=== design 1 ===
design_1/final_congestion.png
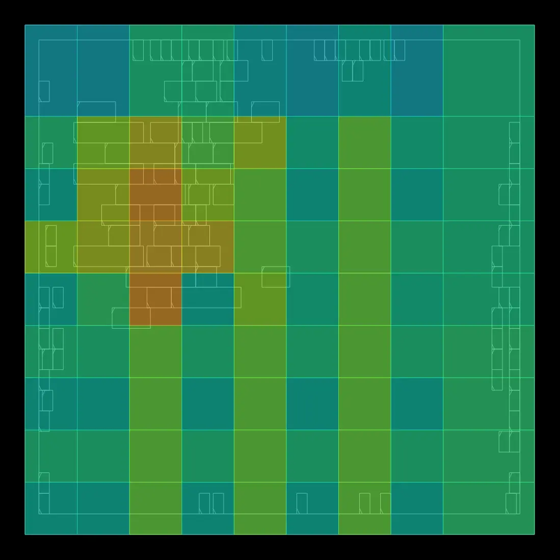

$ cat src/rtl/linear_layer_seq.sv
// ============================================================================
// linear_layer_seq : time-multiplexed fixed-point linear layer, one shared MAC
// Rev 1.0
// ============================================================================
`default_nettype none

module linear_layer_seq #(
  parameter int WIDTH = 16,
  parameter int N_IN  = 4,
  parameter int N_OUT = 4,
  parameter int FRAC  = 8,
  parameter int RELU  = 0,
  parameter logic [N_OUT*N_IN*WIDTH-1:0] WEIGHTS_FLAT = '0,
  parameter logic [N_OUT*WIDTH-1:0]      BIAS_FLAT    = '0
) (
  input  logic                   clk,
  input  logic                   rst_n,
  input  logic                   in_valid,
  output logic                   in_ready,
  input  logic [N_IN*WIDTH-1:0]  in_vec,
  output logic                   out_valid,
  input  logic                   out_ready,
  output logic [N_OUT*WIDTH-1:0] out_vec,
  output logic                   busy
);

  localparam int ACC_W = 2*WIDTH + $clog2(N_IN) + 1;
  localparam int SUM_W = ACC_W + 2;
  localparam int R_W   = (N_OUT > 1) ? $clog2(N_OUT) : 1;
  localparam int C_W   = (N_IN  > 1) ? $clog2(N_IN)  : 1;
  localparam logic [R_W-1:0] R_LAST = R_W'(N_OUT-1);
  localparam logic [C_W-1:0] C_LAST = C_W'(N_IN-1);
  localparam logic signed [SUM_W-1:0] SAT_MAX = {{(SUM_W-WIDTH+1){1'b0}}, {(WIDTH-1){1'b1}}};
  localparam logic signed [SUM_W-1:0] SAT_MIN = {{(SUM_W-WIDTH+1){1'b1}}, {(WIDTH-1){1'b0}}};

  typedef enum logic [1:0] {
    S_IDLE    = 2'd0,
    S_COMPUTE = 2'd1,
    S_DONE    = 2'd2
  } state_t;

  state_t state_q, state_d;

  logic signed [WIDTH-1:0] w_mem [N_OUT][N_IN];
  logic signed [WIDTH-1:0] b_mem [N_OUT];
  logic signed [WIDTH-1:0] x_q   [N_IN];
  logic signed [WIDTH-1:0] out_q [N_OUT];
  logic [R_W-1:0]          r_q;
  logic [C_W-1:0]          c_q;
  logic [ACC_W-1:0]        acc_q, acc_d;

  // Unpack the flat parameter images: row 0 / column 0 sit at the MSB end.
  generate
    for (genvar gr = 0; gr < N_OUT; gr++) begin : g_row
      assign b_mem[gr] = BIAS_FLAT[(N_OUT-gr)*WIDTH-1 -: WIDTH];
      assign out_vec[gr*WIDTH +: WIDTH] = out_q[gr];
      for (genvar gc = 0; gc < N_IN; gc++) begin : g_col
        assign w_mem[gr][gc] = WEIGHTS_FLAT[(N_OUT*N_IN-(gr*N_IN+gc))*WIDTH-1 -: WIDTH];
      end
    end
  endgenerate

  logic signed [2*WIDTH-1:0] prod;
  logic signed [WIDTH-1:0]   b_cur;
  logic [SUM_W-1:0]          bias_sh;
  logic signed [SUM_W-1:0]   sum;
  logic signed [SUM_W-1:0]   shifted;
  logic [WIDTH-1:0]          y;
  logic                      last_col;

  assign prod     = w_mem[r_q][c_q] * x_q[c_q];
  assign b_cur    = b_mem[r_q];
  assign acc_d    = acc_q + {{(ACC_W-2*WIDTH){prod[2*WIDTH-1]}}, prod};
  assign bias_sh  = {{(SUM_W-WIDTH){b_cur[WIDTH-1]}}, b_cur} << FRAC;
  assign sum      = {{(SUM_W-ACC_W){acc_q[ACC_W-1]}}, acc_q}
                  + {{(SUM_W-2*WIDTH){prod[2*WIDTH-1]}}, prod}
                  + bias_sh;
  assign shifted  = sum >>> FRAC;
  assign last_col = (c_q == C_LAST);

  // Saturate first, then ReLU, so a clamped negative still reads as zero.
  always_comb begin
    y = shifted[WIDTH-1:0];
    if (shifted > SAT_MAX) begin
      y = SAT_MAX[WIDTH-1:0];
    end else if (shifted < SAT_MIN) begin
      y = SAT_MIN[WIDTH-1:0];
    end
    if ((RELU != 0) && y[WIDTH-1]) begin
      y = '0;
    end
  end

  always_ff @(posedge clk or negedge rst_n) begin
    if (!rst_n) begin
      state_q <= S_IDLE;
    end else begin
      state_q <= state_d;
    end
  end

  always_comb begin
    state_d = state_q;
    case (state_q)
      S_IDLE:    if (in_valid) state_d = S_COMPUTE;
      S_COMPUTE: if (last_col && (r_q == R_LAST)) state_d = S_DONE;
      S_DONE:    if (out_ready) state_d = S_IDLE;
      default:   state_d = S_IDLE;
    endcase
  end

  assign in_ready  = (state_q == S_IDLE);
  assign busy      = (state_q == S_COMPUTE);
  assign out_valid = (state_q == S_DONE);

  always_ff @(posedge clk or negedge rst_n) begin
    if (!rst_n) begin
      acc_q <= '0;
      r_q   <= '0;
      c_q   <= '0;
      for (int i = 0; i < N_IN; i++) x_q[i] <= '0;
      for (int r = 0; r < N_OUT; r++) out_q[r] <= '0;
    end else begin
      case (state_q)
        S_IDLE: begin
          if (in_valid) begin
            for (int i = 0; i < N_IN; i++) x_q[i] <= in_vec[i*WIDTH +: WIDTH];
            r_q   <= '0;
            c_q   <= '0;
            acc_q <= '0;
          end
        end
        S_COMPUTE: begin
          if (last_col) begin
            out_q[r_q] <= y;
            acc_q      <= '0;
            c_q        <= '0;
            r_q        <= (r_q == R_LAST) ? '0 : r_q + 1'b1;
          end else begin
            acc_q <= acc_d;
            c_q   <= c_q + 1'b1;
          end
        end
        default: ;
      endcase
    end
  end

endmodule

`default_nettype wire

$ cat config.mk
export PLATFORM = sky130hd
export DESIGN_NAME = linear_layer_seq
export DESIGN_NICKNAME = d
export VERILOG_FILES = /design/src/rtl/linear_layer_seq.sv
export SDC_FILE = /design/constraint.sdc
export NUM_CORES = 1
export LEC_CHECK = 0
export CORE_MARGIN = 1.5
export CORE_UTILIZATION = 19
export DETAILED_ROUTE_END_ITERATION = 7
export PLACE_DENSITY = 0.77
export RECOVER_POWER = 50
export REMOVE_ABC_BUFFERS = 1
export SLEW_MARGIN = 20
export SYNTH_ARGS = -nofsm -noshare
export SYNTH_HDL_FRONTEND = slang
export SYNTH_SLANG_ARGS = --single-unit
$ cat constraint.sdc
create_clock -name clk -period 1.3 [get_ports clk]
set_clock_uncertainty 0.2 [all_clocks]
set_input_delay 0.26 -clock clk [delete_from_list [all_inputs] [get_ports clk]]
set_output_delay 0.26 -clock clk [all_outputs]
set_load 0.01 [all_outputs]
=== design 2 ===
**src/rtl/secret_source_if.sv**
```systemverilog
// Handshake bundle between the secret source and the guess game.
// The source drives the number and status; the game drives request and ready.
interface secret_source_if #(
  parameter int NUM_W = 6
);
  logic             req;
  logic [NUM_W-1:0] num_out;
  logic             num_valid;
  logic             num_ready;
  logic             busy;

  modport master (
    input  req,
    input  num_ready,
    output num_out,
    output num_valid,
    output busy
  );

  modport slave (
    output req,
    output num_ready,
    input  num_out,
    input  num_valid,
    input  busy
  );
endinterface

```
**src/rtl/secret_source.sv**
```systemverilog
// Secret number source: free-running Galois LFSR sampled on request, with
// repeat rejection against the previously issued number and a valid/ready hold.
module secret_source #(
  parameter int                LFSR_W    = 16,
  parameter int                NUM_W     = 6,
  parameter logic [LFSR_W-1:0] SEED      = 16'hACE1,
  parameter int                RETRY_MAX = 3
) (
  input  logic              clk,
  input  logic              rst,
  input  logic              entropy,
  input  logic              seed_load,
  input  logic [LFSR_W-1:0] seed,
  secret_source_if.master   bus
);

  localparam logic [LFSR_W-1:0] POLY_MASK = LFSR_W'(16'hB400);
  localparam int                RETRY_W   = $clog2(RETRY_MAX + 1);

  typedef enum logic [1:0] {
    IDLE = 2'd0,
    DRAW = 2'd1,
    HOLD = 2'd2
  } state_t;

  state_t             state_reg, state_next;
  logic [LFSR_W-1:0]  lfsr_reg, lfsr_next, lfsr_shift, lfsr_adv;
  logic [NUM_W-1:0]   num_reg, num_next;
  logic [NUM_W-1:0]   last_reg, last_next;
  logic               last_vld_reg, last_vld_next;
  logic [RETRY_W-1:0] retry_reg, retry_next;
  logic               valid_reg, busy_reg;
  logic [NUM_W-1:0]   cand;
  logic               reject, retry_left;

  // Galois step: shift right and fold the output bit back through the taps.
  genvar gi;
  generate
    for (gi = 0; gi < LFSR_W - 1; gi++) begin : g_shift
      assign lfsr_shift[gi] = lfsr_reg[gi+1] ^ (POLY_MASK[gi] & lfsr_reg[0]);
    end
  endgenerate
  assign lfsr_shift[LFSR_W-1] = POLY_MASK[LFSR_W-1] & lfsr_reg[0];

  always_comb begin
    lfsr_adv    = {lfsr_shift[LFSR_W-1:1], lfsr_shift[0] ^ entropy};
    lfsr_next   = (lfsr_adv == '0) ? SEED : lfsr_adv;
    if (seed_load) begin
      lfsr_next = (seed == '0) ? SEED : seed;
    end
  end

  assign cand       = lfsr_reg[NUM_W-1:0];
  assign reject     = last_vld_reg && (cand == last_reg);
  assign retry_left = (retry_reg < RETRY_W'(RETRY_MAX));

  always_ff @(posedge clk or posedge rst) begin
    if (rst) begin
      state_reg    <= IDLE;
      lfsr_reg     <= SEED;
      num_reg      <= '0;
      last_reg     <= '0;
      last_vld_reg <= 1'b0;
      retry_reg    <= '0;
      valid_reg    <= 1'b0;
      busy_reg     <= 1'b0;
    end else begin
      state_reg    <= state_next;
      lfsr_reg     <= lfsr_next;
      num_reg      <= num_next;
      last_reg     <= last_next;
      last_vld_reg <= last_vld_next;
      retry_reg    <= retry_next;
      valid_reg    <= (state_next == HOLD);
      busy_reg     <= (state_next != IDLE);
    end
  end

  always_comb begin
    state_next = state_reg;
    case (state_reg)
      IDLE:    if (bus.req) state_next = DRAW;
      DRAW:    if (!(reject && retry_left)) state_next = HOLD;
      HOLD:    if (bus.num_ready) state_next = IDLE;
      default: state_next = IDLE;
    endcase
  end

  // Once retries are exhausted, flipping bit 0 guarantees a fresh number.
  always_comb begin
    num_next      = num_reg;
    last_next     = last_reg;
    last_vld_next = last_vld_reg;
    retry_next    = retry_reg;
    case (state_reg)
      IDLE: begin
        if (bus.req) retry_next = '0;
      end
      DRAW: begin
        if (reject && retry_left) begin
          retry_next = retry_reg + RETRY_W'(1);
        end else begin
          num_next      = reject ? (cand ^ NUM_W'(1)) : cand;
          last_next     = num_next;
          last_vld_next = 1'b1;
        end
      end
      default: ;
    endcase
  end

  assign bus.num_out   = num_reg;
  assign bus.num_valid = valid_reg;
  assign bus.busy      = busy_reg;

endmodule

```
**src/flat_wrapper.sv**
```systemverilog
// flat-port wrapper written by rule: the top's interface ports become plain ports
module secret_source_flat 
#(
  parameter int                LFSR_W    = 16,
  parameter int                NUM_W     = 6,
  parameter logic [LFSR_W-1:0] SEED      = 16'hACE1,
  parameter int                RETRY_MAX = 3
)
  (clk, rst, entropy, seed_load, seed, bus_req, bus_num_ready, bus_num_out, bus_num_valid, bus_busy);
  secret_source_if #(.NUM_W(NUM_W)) bus_i ();
  input  logic clk;
  input  logic rst;
  input  logic entropy;
  input  logic seed_load;
  input  logic [LFSR_W-1:0] seed;
  input wire logic [$bits(bus_i.req)-1:0] bus_req;
  input wire logic [$bits(bus_i.num_ready)-1:0] bus_num_ready;
  output wire logic [$bits(bus_i.num_out)-1:0] bus_num_out;
  output wire logic [$bits(bus_i.num_valid)-1:0] bus_num_valid;
  output wire logic [$bits(bus_i.busy)-1:0] bus_busy;
  assign bus_i.req = bus_req;
  assign bus_i.num_ready = bus_num_ready;
  assign bus_num_out = bus_i.num_out;
  assign bus_num_valid = bus_i.num_valid;
  assign bus_busy = bus_i.busy;
  secret_source #(.LFSR_W(LFSR_W), .NUM_W(NUM_W), .SEED(SEED), .RETRY_MAX(RETRY_MAX)) u_core (.clk(clk), .rst(rst), .entropy(entropy), .seed_load(seed_load), .seed(seed), .bus(bus_i));
endmodule
```
**config.mk**
```make
export PLATFORM = sky130hd
export DESIGN_NAME = secret_source_flat
export DESIGN_NICKNAME = d
export VERILOG_FILES = /design/src/rtl/secret_source_if.sv /design/src/rtl/secret_source.sv /design/src/flat_wrapper.sv
export SDC_FILE = /design/constraint.sdc
export NUM_CORES = 1
export LEC_CHECK = 0
export CELL_PAD_IN_SITES_DETAIL_PLACEMENT = 1
export CELL_PAD_IN_SITES_GLOBAL_PLACEMENT = 1
export CORE_ASPECT_RATIO = 1.4
export CORE_UTILIZATION = 44
export CTS_BUF_LIST = sky130_fd_sc_hd__clkbuf_4 sky130_fd_sc_hd__clkbuf_8
export CTS_CLUSTER_SIZE = 28
export DETAILED_ROUTE_END_ITERATION = 8
export PLACE_DENSITY = 0.95
export SLEW_MARGIN = 20
export SYNTH_ARGS = -nofsm -noshare
export SYNTH_HDL_FRONTEND = slang
export SYNTH_SLANG_ARGS = --single-unit
```
**constraint.sdc**
```tcl
create_clock -name clk -period 4.1 [get_ports clk]
set_input_delay 1.025 -clock clk [delete_from_list [all_inputs] [get_ports clk]]
set_output_delay 1.025 -clock clk [all_outputs]
set_load 0.02 [all_outputs]
```
=== design 3 ===
**config.mk**
```make
export PLATFORM = sky130hd
export DESIGN_NAME = lsu_ctrl
export DESIGN_NICKNAME = d
export VERILOG_FILES = /design/src/rtl/lsu_ctrl.sv
export SDC_FILE = /design/constraint.sdc
export NUM_CORES = 1
export LEC_CHECK = 0
export CORE_MARGIN = 10
export CORE_UTILIZATION = 39
export DETAILED_ROUTE_END_ITERATION = 8
export PLACE_DENSITY_LB_ADDON = 0.1
export SYNTH_ARGS = -nofsm -noshare
export SYNTH_HDL_FRONTEND = slang
export SYNTH_SLANG_ARGS = --single-unit
```
**constraint.sdc**
```tcl
create_clock -name clk -period 1.95 [get_ports clk]
set_clock_uncertainty 0.1 [all_clocks]
set_input_delay 0.195 -clock clk [delete_from_list [all_inputs] [get_ports clk]]
set_output_delay 0.195 -clock clk [all_outputs]
set_load 0.1 [all_outputs]
```
**src/rtl/lsu_ctrl.sv**
```systemverilog
// Load/store controller for the memory stage: one handshaked data-bus transaction per op.
// Optional bus watchdog enabled by defining LSU_TIMEOUT_EN.
module lsu_ctrl #(
   parameter int XLEN           = 32,
   parameter int TIMEOUT_CYCLES = 255
) (
   input  logic            clk,
   input  logic            rst_n,
   input  logic            mem_read,
   input  logic            mem_write,
   input  logic [2:0]      funct3,
   input  logic [XLEN-1:0] addr,
   input  logic [XLEN-1:0] wdata,
   output logic            valid,
   output logic [XLEN-1:0] load_data,
   output logic            misalign_exc,
   output logic            bus_err,
   output logic            bus_req,
   output logic            bus_we,
   output logic [XLEN-1:0] bus_addr,
   output logic [3:0]      bus_wstrb,
   output logic [XLEN-1:0] bus_wdata,
   input  logic            bus_gnt,
   input  logic            bus_rvalid,
   input  logic [XLEN-1:0] bus_rdata
);

   typedef enum logic [1:0] {IDLE, REQ, WAIT, DONE} state_t;

   state_t      state, state_nx;
   logic        op;
   logic        capture, misalign_go, load_done, timeout_go, timeout_hit;
   logic        load_q;
   logic [1:0]  off_q;
   logic [2:0]  f3_q;

   // funct3[1:0]: 00 byte, 01 half, 1x word (reserved encodings fall into word)
   function automatic logic is_misaligned(input logic [2:0] f3, input logic [1:0] off);
      logic res;
      case (f3[1:0])
         2'b00:   res = 1'b0;
         2'b01:   res = off[0];
         default: res = (off != 2'b00);
      endcase
      return res;
   endfunction

   function automatic logic [3:0] store_strb(input logic [2:0] f3, input logic [1:0] off);
      logic [3:0] res;
      case (f3[1:0])
         2'b00:   res = 4'b0001 << off;
         2'b01:   res = 4'b0011 << off;
         default: res = 4'b1111;
      endcase
      return res;
   endfunction

   function automatic logic [31:0] store_data(input logic [2:0] f3, input logic [31:0] d);
      logic [31:0] res;
      case (f3[1:0])
         2'b00:   res = {4{d[7:0]}};
         2'b01:   res = {2{d[15:0]}};
         default: res = d;
      endcase
      return res;
   endfunction

   function automatic logic [31:0] extend_load(input logic [2:0] f3, input logic [1:0] off,
                                               input logic [31:0] d);
      logic [7:0]  b;
      logic [15:0] h;
      logic [31:0] res;
      b = d[{off, 3'b000} +: 8];
      h = off[1] ? d[31:16] : d[15:0];
      case (f3[1:0])
         2'b00:   res = f3[2] ? {24'b0, b} : {{24{b[7]}}, b};
         2'b01:   res = f3[2] ? {16'b0, h} : {{16{h[15]}}, h};
         default: res = d;
      endcase
      return res;
   endfunction

   assign op      = mem_read | mem_write;
   assign valid   = ((state == IDLE) && !op) || (state == DONE);
   assign bus_req = (state == REQ);

   always_ff @(posedge clk or negedge rst_n) begin
      if (!rst_n) state <= IDLE;
      else        state <= state_nx;
   end

   always_comb begin
      state_nx    = state;
      capture     = 1'b0;
      misalign_go = 1'b0;
      load_done   = 1'b0;
      timeout_go  = 1'b0;
      case (state)
         IDLE: begin
            if (op) begin
               if (is_misaligned(funct3, addr[1:0])) begin
                  state_nx    = DONE;
                  misalign_go = 1'b1;
               end else begin
                  state_nx = REQ;
                  capture  = 1'b1;
               end
            end
         end
         REQ: begin
            // rvalid is deliberately ignored here; read data must follow the grant
            if (bus_gnt) begin
               state_nx = load_q ? WAIT : DONE;
            end else if (timeout_hit) begin
               state_nx   = DONE;
               timeout_go = 1'b1;
            end
         end
         WAIT: begin
            if (bus_rvalid) begin
               state_nx  = DONE;
               load_done = 1'b1;
            end else if (timeout_hit) begin
               state_nx   = DONE;
               timeout_go = 1'b1;
            end
         end
         DONE: state_nx = IDLE;
         default: state_nx = IDLE;
      endcase
   end

   always_ff @(posedge clk or negedge rst_n) begin
      if (!rst_n) begin
         bus_addr     <= '0;
         bus_we       <= 1'b0;
         bus_wstrb    <= 4'b0;
         bus_wdata    <= '0;
         load_q       <= 1'b0;
         off_q        <= 2'b0;
         f3_q         <= 3'b0;
         load_data    <= '0;
         misalign_exc <= 1'b0;
      end else begin
         if (capture) begin
            // A simultaneous read+write is handled as a load
            bus_addr  <= {addr[XLEN-1:2], 2'b00};
            bus_we    <= ~mem_read;
            bus_wstrb <= mem_read ? 4'b0 : store_strb(funct3, addr[1:0]);
            bus_wdata <= mem_read ? '0 : store_data(funct3, wdata);
            load_q    <= mem_read;
            off_q     <= addr[1:0];
            f3_q      <= funct3;
         end
         misalign_exc <= misalign_go;
         if (misalign_go || timeout_go) load_data <= '0;
         else if (load_done)            load_data <= extend_load(f3_q, off_q, bus_rdata);
      end
   end

`ifdef LSU_TIMEOUT_EN
   localparam int CNT_W = $clog2(TIMEOUT_CYCLES + 1);

   logic [CNT_W-1:0] wait_cnt;

   // The cycle that sees count TIMEOUT_CYCLES-1 is the last bus cycle allowed
   assign timeout_hit = (wait_cnt == CNT_W'(TIMEOUT_CYCLES - 1));

   always_ff @(posedge clk or negedge rst_n) begin
      if (!rst_n) begin
         wait_cnt <= '0;
         bus_err  <= 1'b0;
      end else begin
         if (capture)                             wait_cnt <= '0;
         else if (state == REQ || state == WAIT)  wait_cnt <= wait_cnt + 1'b1;
         bus_err <= timeout_go;
      end
   end
`else
   assign timeout_hit = 1'b0;
   assign bus_err     = 1'b0;
`endif

endmodule

```
design_2/zoom.png
Window x 25 to 50, y 39 to 64 microns. Cells in grey, sequential cells in the stronger grey; small squares are vias.
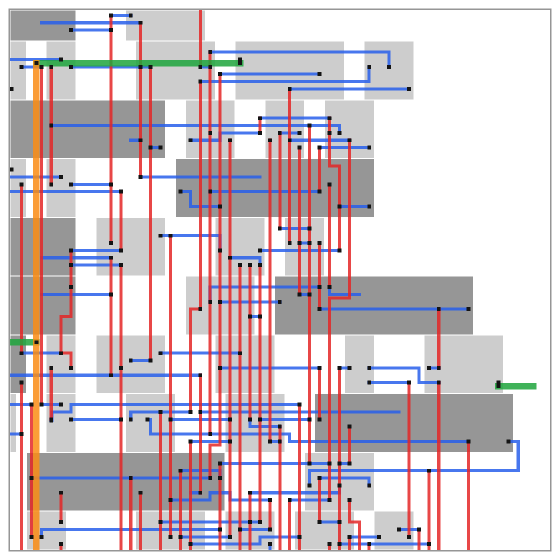
layer	colour
met4	orange
met3	green
met2	red
met1	blue
sequential cells in the window	5
netlist names of flops here include	u_core.bus.num_out (3)
cells with their middle in the window	34
most frequent	nand2_1 (7), dfrtp_1 (5)

==> metrics.csv, design 2 <==
metric,value,unit
Yosys Chip Area,1404,sq um
share of cells above drive strength 1,16.98,%
fmax,407.4,MHz
# port buffers,29,
max reg flops,16,
Main synth FF type,dfrtp_1,
Placeable Area,2935,sq um
"Buf+Inv Stages, Crit Path",1,
Die H,68.84,microns
status,completed,
WL/cell,19.21,microns
post-placement cell count,188,
adder share,0.8913,%
Post-Syn Nets,149,
Insertion Delay late pin,0.29,ns
R2R Path End,u_core.bus.num_out[1],
WP depth,5,
yosys xor share,6.239,%
crit-path leading delay family,simple AND/OR/NAND/NOR gates,
Post-Synthesis Cells,126,
syn avg cell area,11.14,sq um
Die Wd,49.74,microns
via count,1124,
clk sink count,29,
largest area contributor in the netlist,dfrtp_1,
Distinct lib cells used,32,
## design 2: cell type report
class / count / area share (%)
inverter: 10 / 2.042
tap: 37 / 2.519
multi-input combinational: 83 / 33.08
sequential: 29 / 40.03
clock buffer: 6 / 4.493
timing repair buffer: 29 / 15.79
clock inverter: 2 / 2.042
## design 2: stage by stage
stage / setup slack (ns)
CTS: 1.632
finish: 1.645
global placement: 1.478
floorplan: 2.059
detailed placement: 1.339
global route: 1.514
## design 2: routing by layer
layer / GRT usage, % / vias to the layer above / part of all wire, %
li1: - / 520 / -
met1: 24.82 / 563 / 34
met2: 53.72 / 33 / 60
met3: 6.140 / 8 / 3.6
met4: 10.00 / 0 / 1.6
met5: 0 / - / 0
## design 2: worst reg2reg max path: cells and delay by family, from the launching register on
kind	cells	cell delay, ns
AND-OR/OR-AND	1	0.24
flip-flops	1	0.67
multiplexers	1	0.37
XOR/XNOR	1	0.15
AND/OR/NAND/NOR	1	0.25
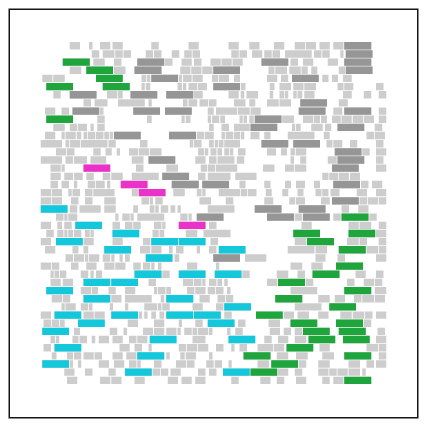
design_3/registers.png
(3 px per micron) Other sequential cells in the stronger grey, the rest of the logic in the fainter grey.
name in the netlist	colour	flops
bus_addr	green	30
bus_wdata	cyan	32
bus_wstrb	magenta	4

==> metrics.csv, design 3 <==
metric,value,unit
WP data arrival,2.01,ns
Global Route Usage Sum,17.46,%
worst setup path end,bus_addr[8],
biggest area cells,"dfrtp_1 (52%), mux2_1 (6.7%), mux2i_1 (4.8%)",
R2R Path End,bus_addr[8],
Die ar.,18410,sq um
yosys cell count,467,
TritonCTS clock tree,built,
Num CTS Buffers,9,
Residual DRC,0,
startpoint types,register,
status,completed,
I/O Pins,210,
CP endpoint kind,register,
"Clk pin slew, worst setup/hold paths",0.07,ns
H-tree level count,3,
Insertion Delay late pin,0.35,ns
fin crit period,1.876,ns
Slew Limit Fails,0,
root buffer cell,clkbuf_16,
layout overhead on the synthesized area,51.01,%
area fraction in mux cells,15.72,%
post-CTS sizing,1,
Max-Cap Viols,0,
leading cell type by number of instances after synthesis,dfrtp_1,
Crit-path slowest cell,dfrtp_1,
crit path max fanout,12,
Post-Synthesis Cells,467,
via count,4424,
Die Wd,135.7,microns
fillcell total,1153,
final cell count without fillers,878,
Top cell area share,51.77,%
Main synth FF type,dfrtp_1,
placer congestion estimate,0.8338,
fin nets,807,
clk sink count,108,
pin count of the biggest net entering global routing,48,
cts hold-fix bufs,1,
Clock Tree Buf Depth,2,
Top Registers,"bus_wdata (32), load_data (32), bus_addr (30)",
# port buffers,206,
final core utilization,59.76,%
Setup CP Type,register to register,
Worst setup startpoint,state[0],
total congestion overflow,0,
worst hold slack,0.1525,ns
Log Warnings,29,
crit path DRT,2.08,ns
## design 3: cell usage in the layout (no fill, tap or decap), types with 14 or more instances in the layout
cell,instances
o31ai_1,25
o21ai_0,14
mux2_1,30
mux2_2,17
nand2b_1,33
nand2_1,49
dfrtp_1,108
nor2_1,21
clkdlybuf4s50_1,103
buf_4,135
a22o_1,17
mux2i_1,25
## design 3: cell type report
| cell class | instances | area (sq um) | share of cell area (%) |
|---|---|---|---|
| Multi-Input combinational cell | 317 | 2350 | 29.81 |
| Tap cell | 176 | 220.2 | 2.794 |
| Clock inverter | 5 | 37.54 | 0.4762 |
| Sequential cell | 108 | 2703 | 34.29 |
| Clock buffer | 10 | 229.0 | 2.905 |
| Inverter | 9 | 33.78 | 0.4286 |
| Timing Repair Buffer | 253 | 2310 | 29.30 |
## design 3: per-layer routing
| metal | wire length (microns) | up-vias | GRT usage (%) |
|---|---|---|---|
| li1 | - | 2125 | - |
| met1 | 7049 | 2139 | 21.78 |
| met2 | 7888 | 143 | 27.56 |
| met3 | 1453 | 17 | 5.749 |
| met4 | 283 | 0 | 6.340 |
| met5 | 0 | - | 0 |
design_1/gate_families.png
(4 px per micron)
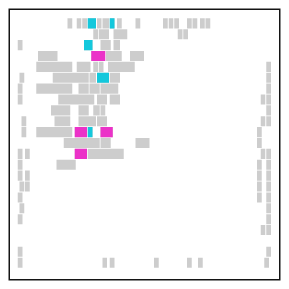
family	colour	cells
AND-OR and OR-AND gates	magenta	4
NOR gates	cyan	5

Notes on design_1/final_congestion.png above:
global-route met2 utilization: 6.931%
Global Route Usage Sum: 4.171%
final core utilization: 20.16%
GR Layer Usage met1: 4.112%

==> metrics.csv, design 1 <==
metric,value,unit
status,"finished, violations left",
violated checks,negative setup slack,
Num CTS Buffers,3,
number of tapcells,50,
Distinct lib cells used,17,
DRT antenna net count,0,
Insertion Delay late pin,0.22,ns
DRT iter0 DRCs,5,
startpoint types,register,
clk sink count,6,
"Setup violations, final",4,
R2R Path End,r_q[1],
final worst setup slack,-0.1264,ns
Leading cell kind,multi-input combinational cells,
Log Warnings,91,
Die ar.,4523,sq um
[design 1: logic make-up after synthesis]
| group | synth area share (%) |
|---|---|
| compound gates | 8.134 |
| buf+inv | 62.20 |
| flops | 19.14 |
| fa+ha+maj | 3.189 |
| other cells | 0.4780 |
| simple gates | 6.859 |
[design 1: metal layers]
metal | vias to the layer above | track usage (%) | part of all wire (%)
met5 | - | 0 | 0
met4 | 0 | 3.827 | 0.92
met3 | 2 | 1.333 | 15
met2 | 49 | 6.931 | 48
met1 | 187 | 4.112 | 35
li1 | 202 | - | -
[design 1: worst max-delay path by stage]
stage                           from        to  slack [ns]
final                     state_q[1]      busy       -0.13
after global routing      state_q[1]  in_ready       -0.18
after CTS                 state_q[1]      busy       -0.13
after detailed placement  state_q[1]      busy       -0.33
after global placement    state_q[1]      busy       -0.32
after floorplan               r_q[0]    r_q[1]       -0.02
[design 1: flip-flops by register name, indices dropped and copies added (netlist names)]
name and count:
c_q 2, r_q 2, state_q 2
[design 1: through the flow]
stage,instance area [sq um],cells
final,800.8,160
after CTS,780.7,160
after floorplan,540.5,91
after global placement,715.7,154
after detailed placement,715.7,154
after global routing,800.8,160


==> screenshots <==
The metal 1 layer.
image #1
(4 px per micron)
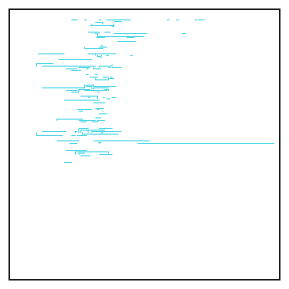
image #2
(2 px per micron)
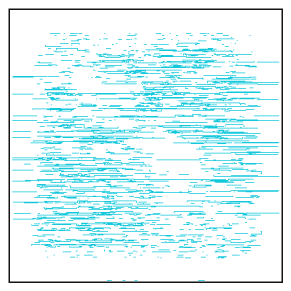
image #3
(4 px per micron)
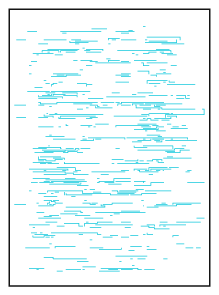
Of these, largest die: image #2
Image #2 is design 3.
Image #3 is design 2.
Image #1 is design 1.

